# ---- design 1 ----
Fig. 1: design 1, the metal 1 layer
The bar under the picture is 20 µm long.
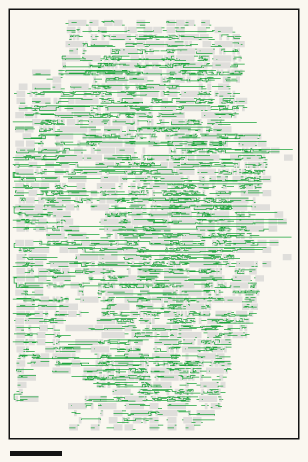

**src/rtl/pio_pkg.sv**
```systemverilog
// Shared defaults, edge-select encodings and sizing helpers for the
// programmable I/O synchroniser/controller.
package pio_pkg;

    localparam int NPIO_DEF     = 12;
    localparam int SYNC_STG_DEF = 2;
    localparam int FLT_W_DEF    = 4;

    // Edge-select register encoding, one bit per pin.
    localparam logic EDGE_RISE = 1'b1;
    localparam logic EDGE_FALL = 1'b0;

    // Width of the post-reset priming counter.
    // It must hold the value SYNC_STG+1.
    function automatic int prime_w(input int sync_stg);
        return $clog2(sync_stg + 32'sd2);
    endfunction

endpackage

```
**src/rtl/pio_sync_ctl_if.sv**
```systemverilog
// Register-write, pad and status bundle between a host and pio_sync_ctl.
interface pio_sync_ctl_if #(
    parameter int NPIO  = pio_pkg::NPIO_DEF,
    parameter int FLT_W = pio_pkg::FLT_W_DEF
);
    logic [NPIO-1:0]  T_PIOin;
    logic             DIR_wr;
    logic [NPIO-1:0]  DIR_di;
    logic             OUT_wr;
    logic [NPIO-1:0]  OUT_di;
    logic             MASK_wr;
    logic [NPIO-1:0]  MASK_di;
    logic             EDGE_wr;
    logic [NPIO-1:0]  EDGE_di;
    logic             FLT_wr;
    logic [FLT_W-1:0] FLT_di;
    logic [NPIO-1:0]  PEND_clr;
    logic [NPIO-1:0]  PIO_oe;
    logic [NPIO-1:0]  PIO_out;
    logic [NPIO-1:0]  PIO_val;
    logic [NPIO-1:0]  PIO_pend;
    logic             PIO_IRQn;

    modport master (
        output T_PIOin, DIR_wr, DIR_di, OUT_wr, OUT_di, MASK_wr, MASK_di,
               EDGE_wr, EDGE_di, FLT_wr, FLT_di, PEND_clr,
        input  PIO_oe, PIO_out, PIO_val, PIO_pend, PIO_IRQn
    );

    modport slave (
        input  T_PIOin, DIR_wr, DIR_di, OUT_wr, OUT_di, MASK_wr, MASK_di,
               EDGE_wr, EDGE_di, FLT_wr, FLT_di, PEND_clr,
        output PIO_oe, PIO_out, PIO_val, PIO_pend, PIO_IRQn
    );
endinterface

```
**src/rtl/pio_flt.sv**
```systemverilog
// One pin: metastability synchroniser, saturating glitch filter and
// edge-event detection on the filtered value.
module pio_flt
    import pio_pkg::*;
#(
    parameter int SYNC_STG = SYNC_STG_DEF,
    parameter int FLT_W    = FLT_W_DEF
) (
    input  logic             clk,
    input  logic             rst_n,
    input  logic             pad,
    input  logic [FLT_W-1:0] flt,
    input  logic             prime,
    input  logic             clr,
    input  logic             dir,
    input  logic             edge_sel,
    output logic             val,
    output logic             pend_set
);

    logic [SYNC_STG-1:0] sync_r;
    logic [FLT_W-1:0]    cnt_r;
    logic                val_r;
    logic                s_s;
    logic                upd_s;

    assign s_s = sync_r[SYNC_STG-1];
    assign val = val_r;

    // Shift the raw pad through the synchroniser chain.
    always_ff @(posedge clk) begin
        if (!rst_n) begin
            sync_r <= {SYNC_STG{1'b0}};
        end else begin
            sync_r <= {sync_r[SYNC_STG-2:0], pad};
        end
    end

    // Decide whether the filtered value takes the sample, and whether that is an event.
    always_comb begin
        upd_s    = 1'b0;
        pend_set = 1'b0;
        if (!prime && !clr && (s_s != val_r) && (cnt_r >= flt)) begin
            upd_s = 1'b1;
        end else begin
            upd_s = 1'b0;
        end
        if (upd_s && !dir &&
            ((s_s && (edge_sel == EDGE_RISE)) || (!s_s && (edge_sel == EDGE_FALL)))) begin
            pend_set = 1'b1;
        end else begin
            pend_set = 1'b0;
        end
    end

    // Filter counter and filtered value; clearing never touches the value itself.
    always_ff @(posedge clk) begin
        if (!rst_n) begin
            cnt_r <= {FLT_W{1'b0}};
            val_r <= 1'b0;
        end else if (prime) begin
            cnt_r <= {FLT_W{1'b0}};
            val_r <= s_s;
        end else if (clr || (s_s == val_r)) begin
            cnt_r <= {FLT_W{1'b0}};
        end else if (upd_s) begin
            cnt_r <= {FLT_W{1'b0}};
            val_r <= s_s;
        end else if (cnt_r != {FLT_W{1'b1}}) begin
            cnt_r <= cnt_r + FLT_W'(1);
        end else begin
            cnt_r <= cnt_r;
        end
    end

endmodule

```
**src/rtl/pio_sync_ctl.sv**
```systemverilog
// Programmable I/O controller: configuration registers, per-pin filtered
// inputs, latched edge-pending flags and an active-low interrupt.
module pio_sync_ctl
    import pio_pkg::*;
#(
    parameter int NPIO     = NPIO_DEF,
    parameter int SYNC_STG = SYNC_STG_DEF,
    parameter int FLT_W    = FLT_W_DEF
) (
    input logic           CLK,
    input logic           RSTn,
    pio_sync_ctl_if.slave bus
);

    localparam int                 PRIME_W    = prime_w(SYNC_STG);
    localparam logic [PRIME_W-1:0] PRIME_LAST = PRIME_W'(SYNC_STG + 32'sd1);

    logic [NPIO-1:0]    dir_r;
    logic [NPIO-1:0]    out_r;
    logic [NPIO-1:0]    mask_r;
    logic [NPIO-1:0]    edge_r;
    logic [NPIO-1:0]    pend_r;
    logic [FLT_W-1:0]   flt_r;
    logic               irq_n_r;
    logic [PRIME_W-1:0] prime_cnt_r;
    logic               prime_s;
    logic [NPIO-1:0]    flt_clr_s;
    logic [NPIO-1:0]    pend_set_s;
    logic [NPIO-1:0]    val_s;

    // Priming lasts until the counter reaches SYNC_STG+1, so the chain fills before events count.
    assign prime_s = (prime_cnt_r != PRIME_LAST);

    // Host-visible configuration registers.
    always_ff @(posedge CLK) begin
        if (!RSTn) begin
            dir_r  <= {NPIO{1'b0}};
            out_r  <= {NPIO{1'b0}};
            mask_r <= {NPIO{1'b0}};
            edge_r <= {NPIO{EDGE_RISE}};
            flt_r  <= {FLT_W{1'b0}};
        end else begin
            if (bus.DIR_wr)  dir_r  <= bus.DIR_di;
            if (bus.OUT_wr)  out_r  <= bus.OUT_di;
            if (bus.MASK_wr) mask_r <= bus.MASK_di;
            if (bus.EDGE_wr) edge_r <= bus.EDGE_di;
            if (bus.FLT_wr)  flt_r  <= bus.FLT_di;
        end
    end

    // Post-reset priming counter, stops at its terminal value.
    always_ff @(posedge CLK) begin
        if (!RSTn) begin
            prime_cnt_r <= {PRIME_W{1'b0}};
        end else if (prime_s) begin
            prime_cnt_r <= prime_cnt_r + PRIME_W'(1);
        end else begin
            prime_cnt_r <= prime_cnt_r;
        end
    end

    // A new filter length, or a pin turning from output to input, restarts the filter count.
    always_comb begin
        flt_clr_s = {NPIO{bus.FLT_wr}} | ({NPIO{bus.DIR_wr}} & dir_r & ~bus.DIR_di);
    end

    for (genvar i = 0; i < NPIO; i++) begin : g_pin
        pio_flt #(
            .SYNC_STG (SYNC_STG),
            .FLT_W    (FLT_W)
        ) u_flt (
            .clk      (CLK),
            .rst_n    (RSTn),
            .pad      (bus.T_PIOin[i]),
            .flt      (flt_r),
            .prime    (prime_s),
            .clr      (flt_clr_s[i]),
            .dir      (dir_r[i]),
            .edge_sel (edge_r[i]),
            .val      (val_s[i]),
            .pend_set (pend_set_s[i])
        );
    end

    // Pending flags (a new event beats a same-cycle clear) and the registered interrupt.
    always_ff @(posedge CLK) begin
        if (!RSTn) begin
            pend_r  <= {NPIO{1'b0}};
            irq_n_r <= 1'b1;
        end else begin
            pend_r  <= (pend_r & ~bus.PEND_clr) | pend_set_s;
            irq_n_r <= ~|(pend_r & mask_r);
        end
    end

    assign bus.PIO_oe   = dir_r;
    assign bus.PIO_out  = out_r;
    assign bus.PIO_val  = val_s;
    assign bus.PIO_pend = pend_r;
    assign bus.PIO_IRQn = irq_n_r;

endmodule

```
**src/flat_wrapper.sv**
```systemverilog
// flat-port wrapper written by rule: the top's interface ports become plain ports
module pio_sync_ctl_flat import pio_pkg::*;
#(
    parameter int NPIO     = NPIO_DEF,
    parameter int SYNC_STG = SYNC_STG_DEF,
    parameter int FLT_W    = FLT_W_DEF
)
  (CLK, RSTn, bus_T_PIOin, bus_DIR_wr, bus_DIR_di, bus_OUT_wr, bus_OUT_di, bus_MASK_wr, bus_MASK_di, bus_EDGE_wr, bus_EDGE_di, bus_FLT_wr, bus_FLT_di, bus_PEND_clr, bus_PIO_oe, bus_PIO_out, bus_PIO_val, bus_PIO_pend, bus_PIO_IRQn);
  pio_sync_ctl_if #(.NPIO(NPIO), .FLT_W(FLT_W)) bus_i ();
  input logic CLK;
  input logic RSTn;
  input wire logic [$bits(bus_i.T_PIOin)-1:0] bus_T_PIOin;
  input wire logic [$bits(bus_i.DIR_wr)-1:0] bus_DIR_wr;
  input wire logic [$bits(bus_i.DIR_di)-1:0] bus_DIR_di;
  input wire logic [$bits(bus_i.OUT_wr)-1:0] bus_OUT_wr;
  input wire logic [$bits(bus_i.OUT_di)-1:0] bus_OUT_di;
  input wire logic [$bits(bus_i.MASK_wr)-1:0] bus_MASK_wr;
  input wire logic [$bits(bus_i.MASK_di)-1:0] bus_MASK_di;
  input wire logic [$bits(bus_i.EDGE_wr)-1:0] bus_EDGE_wr;
  input wire logic [$bits(bus_i.EDGE_di)-1:0] bus_EDGE_di;
  input wire logic [$bits(bus_i.FLT_wr)-1:0] bus_FLT_wr;
  input wire logic [$bits(bus_i.FLT_di)-1:0] bus_FLT_di;
  input wire logic [$bits(bus_i.PEND_clr)-1:0] bus_PEND_clr;
  output wire logic [$bits(bus_i.PIO_oe)-1:0] bus_PIO_oe;
  output wire logic [$bits(bus_i.PIO_out)-1:0] bus_PIO_out;
  output wire logic [$bits(bus_i.PIO_val)-1:0] bus_PIO_val;
  output wire logic [$bits(bus_i.PIO_pend)-1:0] bus_PIO_pend;
  output wire logic [$bits(bus_i.PIO_IRQn)-1:0] bus_PIO_IRQn;
  assign bus_i.T_PIOin = bus_T_PIOin;
  assign bus_i.DIR_wr = bus_DIR_wr;
  assign bus_i.DIR_di = bus_DIR_di;
  assign bus_i.OUT_wr = bus_OUT_wr;
  assign bus_i.OUT_di = bus_OUT_di;
  assign bus_i.MASK_wr = bus_MASK_wr;
  assign bus_i.MASK_di = bus_MASK_di;
  assign bus_i.EDGE_wr = bus_EDGE_wr;
  assign bus_i.EDGE_di = bus_EDGE_di;
  assign bus_i.FLT_wr = bus_FLT_wr;
  assign bus_i.FLT_di = bus_FLT_di;
  assign bus_i.PEND_clr = bus_PEND_clr;
  assign bus_PIO_oe = bus_i.PIO_oe;
  assign bus_PIO_out = bus_i.PIO_out;
  assign bus_PIO_val = bus_i.PIO_val;
  assign bus_PIO_pend = bus_i.PIO_pend;
  assign bus_PIO_IRQn = bus_i.PIO_IRQn;
  pio_sync_ctl #(.NPIO(NPIO), .SYNC_STG(SYNC_STG), .FLT_W(FLT_W)) u_core (.CLK(CLK), .RSTn(RSTn), .bus(bus_i));
endmodule
```
**config.mk**
```make
export PLATFORM = sky130hd
export DESIGN_NAME = pio_sync_ctl_flat
export DESIGN_NICKNAME = d
export VERILOG_FILES = /design/src/rtl/pio_pkg.sv /design/src/rtl/pio_sync_ctl_if.sv /design/src/rtl/pio_flt.sv /design/src/rtl/pio_sync_ctl.sv /design/src/flat_wrapper.sv
export SDC_FILE = /design/constraint.sdc
export NUM_CORES = 1
export LEC_CHECK = 0
export ABC_AREA = 1
export ABC_CLOCK_PERIOD_IN_PS = 2290
export CORE_ASPECT_RATIO = 1.5
export CORE_MARGIN = 1.5
export CORE_UTILIZATION = 45
export CTS_CLUSTER_SIZE = 14
export DETAILED_ROUTE_END_ITERATION = 8
export PLACE_DENSITY = 0.76
export SYNTH_ARGS = -nofsm -noshare
export SYNTH_HDL_FRONTEND = slang
export SYNTH_SLANG_ARGS = --single-unit
```
**constraint.sdc**
```tcl
create_clock -name CLK -period 2.29 [get_ports CLK]
set_clock_uncertainty 0.15 [all_clocks]
set_input_delay 0.458 -clock CLK [delete_from_list [all_inputs] [get_ports CLK]]
set_output_delay 0.458 -clock CLK [all_outputs]
set_load 0.01 [all_outputs]
```
# ---- design 2 ----
`src/rtl/prewish_button_poller_pkg.sv`:
```
// Shared FSM encoding, default timing and helpers for the button poller.
// The state encodings are also what the debounce stage's FSM documentation refers to.
package prewish_button_poller_pkg;

    typedef enum logic [1:0] {
        ST_IDLE   = 2'b00,
        ST_REQ    = 2'b01,
        ST_WAIT   = 2'b11,
        ST_UPDATE = 2'b10
    } poll_state_e;

`ifdef SIM_STEP
    localparam int DEF_POLL_PERIOD = 37;
    localparam int DEF_TIMEOUT     = 8;
`else
    localparam int DEF_POLL_PERIOD = 50000;
    localparam int DEF_TIMEOUT     = 16;
`endif

    function automatic logic [7:0] sat_inc8(input logic [7:0] v);
        return (v == 8'hFF) ? v : v + 8'd1;
    endfunction

endpackage

```
`src/rtl/prewish_button_poller.sv`:
```
// Polls the debounce stage over its strobe/data handshake, holds the latest button byte
// and emits press/release/timeout pulses; an unanswered request is abandoned and counted.
module prewish_button_poller
    import prewish_button_poller_pkg::*;
#(
    parameter int POLL_PERIOD = DEF_POLL_PERIOD,
    parameter int POLL_BITS   = 16,
    parameter int REQ_CYCLES  = 2,
    parameter int TIMEOUT     = DEF_TIMEOUT,
    parameter int TO_BITS     = 5
) (
    input  logic       CLK_I,
    input  logic       RST_I,
    output logic       STB_O,
    input  logic       STB_I,
    input  logic [7:0] DAT_I,
    output logic [7:0] o_state,
    output logic [7:0] o_pressed,
    output logic [7:0] o_released,
    output logic       o_timeout,
    output logic [7:0] o_err_cnt
);

    localparam int REQ_BITS = (REQ_CYCLES > 1) ? $clog2(REQ_CYCLES) : 1;

    poll_state_e         state_q, state_d;
    logic [POLL_BITS-1:0] poll_q, poll_d;
    logic [REQ_BITS-1:0]  req_q, req_d;
    logic [TO_BITS-1:0]   to_q, to_d;
    logic                 stb_q, stb_d;
    logic [7:0]           cap_q, cap_d;
    logic [7:0]           st_q, st_d;
    logic [7:0]           pr_q, pr_d;
    logic [7:0]           rl_q, rl_d;
    logic                 tmo_q, tmo_d;
    logic [7:0]           err_q, err_d;
    logic                 primed_q, primed_d;

    always_ff @(posedge CLK_I or negedge RST_I) begin
        if (!RST_I) begin
            state_q  <= ST_IDLE;
            poll_q   <= POLL_BITS'(POLL_PERIOD - 1);
            req_q    <= '0;
            to_q     <= '0;
            stb_q    <= 1'b0;
            cap_q    <= '0;
            st_q     <= '0;
            pr_q     <= '0;
            rl_q     <= '0;
            tmo_q    <= 1'b0;
            err_q    <= '0;
            primed_q <= 1'b0;
        end else begin
            state_q  <= state_d;
            poll_q   <= poll_d;
            req_q    <= req_d;
            to_q     <= to_d;
            stb_q    <= stb_d;
            cap_q    <= cap_d;
            st_q     <= st_d;
            pr_q     <= pr_d;
            rl_q     <= rl_d;
            tmo_q    <= tmo_d;
            err_q    <= err_d;
            primed_q <= primed_d;
        end
    end

    always_comb begin
        state_d  = state_q;
        poll_d   = poll_q;
        req_d    = req_q;
        to_d     = to_q;
        stb_d    = stb_q;
        cap_d    = cap_q;
        st_d     = st_q;
        pr_d     = '0;
        rl_d     = '0;
        tmo_d    = 1'b0;
        err_d    = err_q;
        primed_d = primed_q;

        case (state_q)
            ST_IDLE: begin
                stb_d = 1'b0;
                if (poll_q == '0) begin
                    state_d = ST_REQ;
                    req_d   = REQ_BITS'(REQ_CYCLES - 1);
                    stb_d   = 1'b1;
                end else begin
                    poll_d = poll_q - 1'b1;
                end
            end
            ST_REQ: begin
                if (req_q == '0) begin
                    state_d = ST_WAIT;
                    stb_d   = 1'b0;
                    to_d    = TO_BITS'(TIMEOUT - 1);
                end else begin
                    req_d = req_q - 1'b1;
                end
            end
            ST_WAIT: begin
                // A reply arriving on the last allowed cycle still counts as an answer.
                if (STB_I) begin
                    state_d = ST_UPDATE;
                    cap_d   = DAT_I;
                end else if (to_q == '0) begin
                    state_d = ST_IDLE;
                    poll_d  = POLL_BITS'(POLL_PERIOD - 1);
                    tmo_d   = 1'b1;
                    err_d   = sat_inc8(err_q);
                end else begin
                    to_d = to_q - 1'b1;
                end
            end
            ST_UPDATE: begin
                // The first capture after reset only establishes the baseline.
                if (primed_q) begin
                    pr_d = cap_q & ~st_q;
                    rl_d = ~cap_q & st_q;
                end
                st_d     = cap_q;
                primed_d = 1'b1;
                state_d  = ST_IDLE;
                poll_d   = POLL_BITS'(POLL_PERIOD - 1);
            end
            default: begin
                state_d = ST_IDLE;
                stb_d   = 1'b0;
                poll_d  = POLL_BITS'(POLL_PERIOD - 1);
            end
        endcase
    end

    assign STB_O      = stb_q;
    assign o_state    = st_q;
    assign o_pressed  = pr_q;
    assign o_released = rl_q;
    assign o_timeout  = tmo_q;
    assign o_err_cnt  = err_q;

endmodule

```
`config.mk`:
```
export PLATFORM = sky130hd
export DESIGN_NAME = prewish_button_poller
export DESIGN_NICKNAME = d
export VERILOG_FILES = /design/src/rtl/prewish_button_poller_pkg.sv /design/src/rtl/prewish_button_poller.sv
export SDC_FILE = /design/constraint.sdc
export NUM_CORES = 1
export LEC_CHECK = 0
export ABC_AREA = 1
export CAP_MARGIN = 20
export CORE_ASPECT_RATIO = 0.9
export CORE_UTILIZATION = 54
export CTS_CLUSTER_DIAMETER = 80
export CTS_CLUSTER_SIZE = 14
export DETAILED_ROUTE_END_ITERATION = 12
export GPL_ROUTABILITY_DRIVEN = 0
export MAX_ROUTING_LAYER = met4
export PLACE_DENSITY = 0.9
export SLEW_MARGIN = 20
export SYNTH_ARGS = -nofsm -noshare
export SYNTH_HDL_FRONTEND = slang
export SYNTH_SLANG_ARGS = --single-unit
export TNS_END_PERCENT = 10
```
`constraint.sdc`:
```
create_clock -name CLK_I -period 1.81 [get_ports CLK_I]
set_input_delay 0.362 -clock CLK_I [delete_from_list [all_inputs] [get_ports CLK_I]]
set_output_delay 0.362 -clock CLK_I [all_outputs]
set_load 0.01 [all_outputs]
```
Fig. 2: design 2, metal 3
The bar under the picture is 20 µm long.
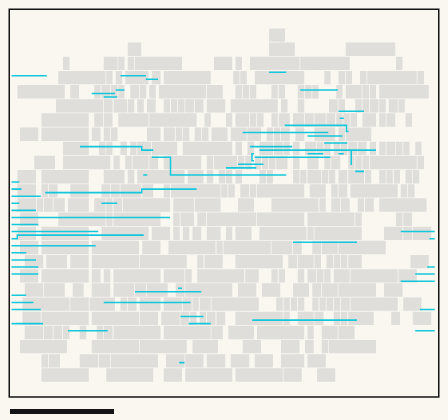
share of all routed wire: 6.9%
wire length on this layer: 456 µm
nets with wire on the layer: 51
main direction: horizontal
post-detailed-routing wire length: 6660 µm
Via Count: 2562
met3 track utilization from global routing: 9.45%

Fig. 3: design 2, routing congestion map
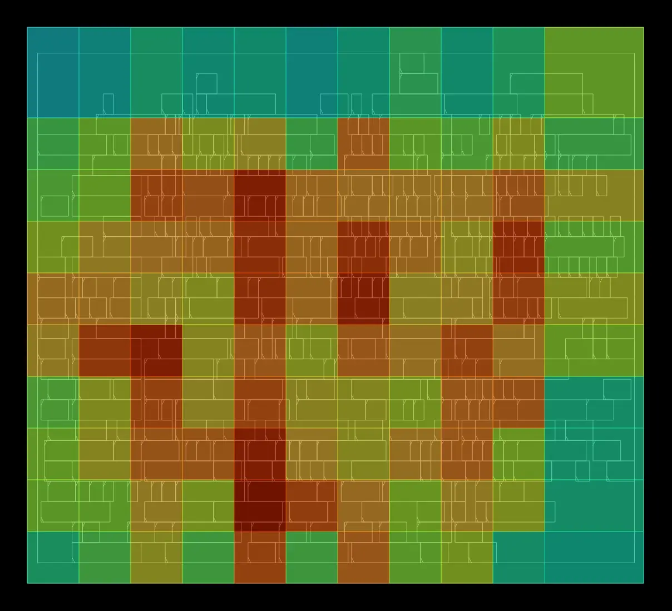
total routing usage reported by global routing: 25.9%
GR peak layer: met2
Finished Core Util: 71.4%

==> metrics.log, design 2 <==
[flow] final metrics
INFO  metric worst_slew_margin_rel = 68.4%
INFO  metric synth.net_count = 364
INFO  metric final-comb-area = 0.00128 mm²
INFO  metric worst_setup_path_start_kind = flip-flop
INFO  metric final-hold-violation-count = 0
INFO  metric combinational_gates = 239
INFO  metric synth_dominant_cell_count = sky130_fd_sc_hd__nand2_1
INFO  metric count_of_nets_after_finishing = 420
INFO  metric cell_internal_pwr = 0.00338 W
INFO  metric critPathArrivalTime = 1.35 ns
INFO  metric vdd_ir_drop_max = 0.936 mV
INFO  metric inverters = 39
INFO  metric run_status = completed
INFO  metric fin_crit_share = 94.8%
INFO  metric yosys.stat.chipArea = 0.00313 mm²
INFO  metric pwr.group.sequential = 0.00239 W
INFO  metric post_synth_and_or_nand_nor_area_fraction = 27.1%
INFO  metric layout_cell_share_with_drive_strength_beyond_1 = 15.6%
INFO  metric synth-async-reset-ratio = 100%
INFO  metric route.met3.wl = 455 µm
INFO  metric postCtsHoldBufs = 1
INFO  metric critical_path_required = 1.45 ns
INFO  metric layout.sequential_cells = 67
INFO  metric drtAntennaViolNets = 0
INFO  metric finalInstanceArea = 0.00386 mm²
INFO  metric swShare = 40.8%
INFO  metric port_buffers = 44
INFO  metric rows = 25
INFO  metric drcViolationCount = 0
INFO  metric synthDominantCellAreaShare = 46.4%
INFO  metric area_dominant_class = sequential cells
INFO  metric antenna_violations_before_repair = 0
INFO  metric cp_num_buf_inv = 1
INFO  metric netlist_logic_family_top = simple AND/OR/NAND/NOR gates
INFO  metric final.clkbuf_count = 9
INFO  metric sequential_cell_area = 0.00169 mm²
INFO  metric power_clock = 0.00110 W
INFO  metric r2r-end = poll_q[9]$_DFFE_PN1P_
INFO  metric signal_buffer_area_fraction = 12.8%
INFO  metric total_power = 0.00572 W
INFO  metric worstReg2RegStart = to_q[0]$_DFFE_PN0P_
INFO  metric clock_latency = 0.36 ns
INFO  metric die_h = 74.2 µm
INFO  metric final_layout_top_logic_cells = 94 x sky130_fd_sc_hd__nand2_1, 58 x sky130_fd_sc_hd__dfrtp_1, 43 x sky130_fd_sc_hd__clkdlybuf4s50_1, 33 x sky130_fd_sc_hd__inv_1, 30 x sky130_fd_sc_hd__nor2_1
INFO  metric ys_top_cells_by_area = sky130_fd_sc_hd__dfrtp_1 46%, sky130_fd_sc_hd__nand2_1 11%, sky130_fd_sc_hd__dfstp_2 7.6%, sky130_fd_sc_hd__inv_1 4.0%, sky130_fd_sc_hd__nand3_1 3.7%
INFO  metric seq-cell-share = 43.7%
INFO  metric skew = 0.00785 ns
Fig. 4: design 1, the metal 2 layer
The bar under the picture is 20 µm long.
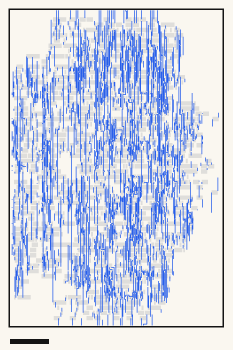
share of all routed wire: 49%
wire length on this layer: 9020 µm
main direction: vertical
Via Count: 6908
met2 capacity usage during global routing: 36.6%
post-detailed-routing wire length: 18400 µm

Fig. 5: design 1, the metal 4 layer
The bar under the picture is 20 µm long.
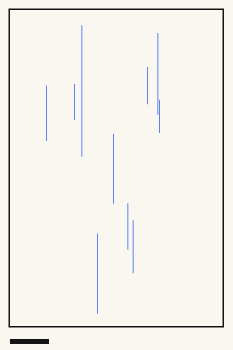
wire length on this layer: 322 µm
longest straight run: 68.0 µm

About Fig. 1:
wire length on this layer: 7770 µm
longest straight run: 33.1 µm
share of all routed wire: 42%
nets with wire on the layer: 1200
main direction: horizontal
global routing usage on met1: 25.5%

==> metrics.log, design 1 <==
[flow] final metrics
INFO  metric run_status = completed
INFO  metric worst_setup_path_start_kind = flip-flop
INFO  metric worstHoldPathType = flip-flop to flip-flop
INFO  metric critPathMaxFanout = 3
INFO  metric first_global_vias = 6648
INFO  metric critical_path_cell_count = 1
INFO  metric areaGrowthSynthToFinish = 26.5%
INFO  metric post_synth_inst_count = 1056
INFO  metric grt_pass1_wl = 30400 µm
INFO  metric critical_path_required = 1.68 ns
INFO  metric post_synth_and_or_nand_nor_area_fraction = 25.4%
INFO  metric chip_area = 0.0181 mm²
INFO  metric fin_hold_ws = 0.261 ns
INFO  metric yosys.area_share.adder = 9.81%
INFO  metric area_dominant_class = combinational gates
INFO  metric netlist.top_cell.by_area = sky130_fd_sc_hd__dfxtp_1
INFO  metric layout.sequential_cells = 151
INFO  metric powerDensity = 687 mW/mm²
INFO  metric drtAntennaViolNets = 0
INFO  metric sequential_cell_area = 0.00302 mm²
INFO  metric drcViolationCount = 0
INFO  metric worstSetupStartpoint = u_core.bus.PIO_pend[5]$_SDFF_PN0_
INFO  metric final_layout_top_logic_cells = 172 x sky130_fd_sc_hd__nand2_1, 170 x sky130_fd_sc_hd__inv_1, 151 x sky130_fd_sc_hd__dfxtp_1, 131 x sky130_fd_sc_hd__nor2_1, 130 x sky130_fd_sc_hd__clkdlybuf4s50_1
INFO  metric swShare = 25.2%
INFO  metric power_leader = clock
INFO  metric r2r-end = u_core.g_pin[6].u_flt.cnt_r[0]$_SDFFE_PP0P_
INFO  metric gpl.final_weighted_congestion = 0.825
INFO  metric clock_tree.buffer_depth = 2
INFO  metric vias_per_cell = 4.95
INFO  metric synth_dominant_cell_count = sky130_fd_sc_hd__nand2_1
INFO  metric fin_crit_share = 89.7%
INFO  metric netlist_top_cells_count = 172 x sky130_fd_sc_hd__nand2_1, 170 x sky130_fd_sc_hd__inv_1, 151 x sky130_fd_sc_hd__dfxtp_1
INFO  metric largest_reg_flops = 48
INFO  metric n_all_buffers = 149
INFO  metric worstHoldEndpoint = u_core.g_pin[9].u_flt.sync_r[1]$_SDFF_PN0_
INFO  metric fillers = 1542
INFO  metric cell_internal_pwr = 0.00506 W
INFO  metric crit_path_max_incr_delay = 0.60 ns
INFO  metric reg2regPathDepth = 7
INFO  metric final.setup.tns = 0 ns
INFO  metric signal_buffer_area_fraction = 15.0%
INFO  metric cts_resized = 0
INFO  metric cts.clk_slew.worst_paths = 0.07 ns
INFO  metric clock_tree_area_fraction = 6.47%
INFO  metric post_synth.cell_area_avg = 7.37 µm²
INFO  metric seq_power_share = 41.7%
INFO  metric power.combinational.total = 0.000938 W
INFO  metric combinational_gates = 680
INFO  metric post-route-util = 58.5%
INFO  metric grt.total_usage = 21.4%
INFO  metric floorplan.initialDensity = 46.2%
INFO  metric drt_pass1_iterations = 4

No activity file was given, so power comes from the tool's default toggle rates.
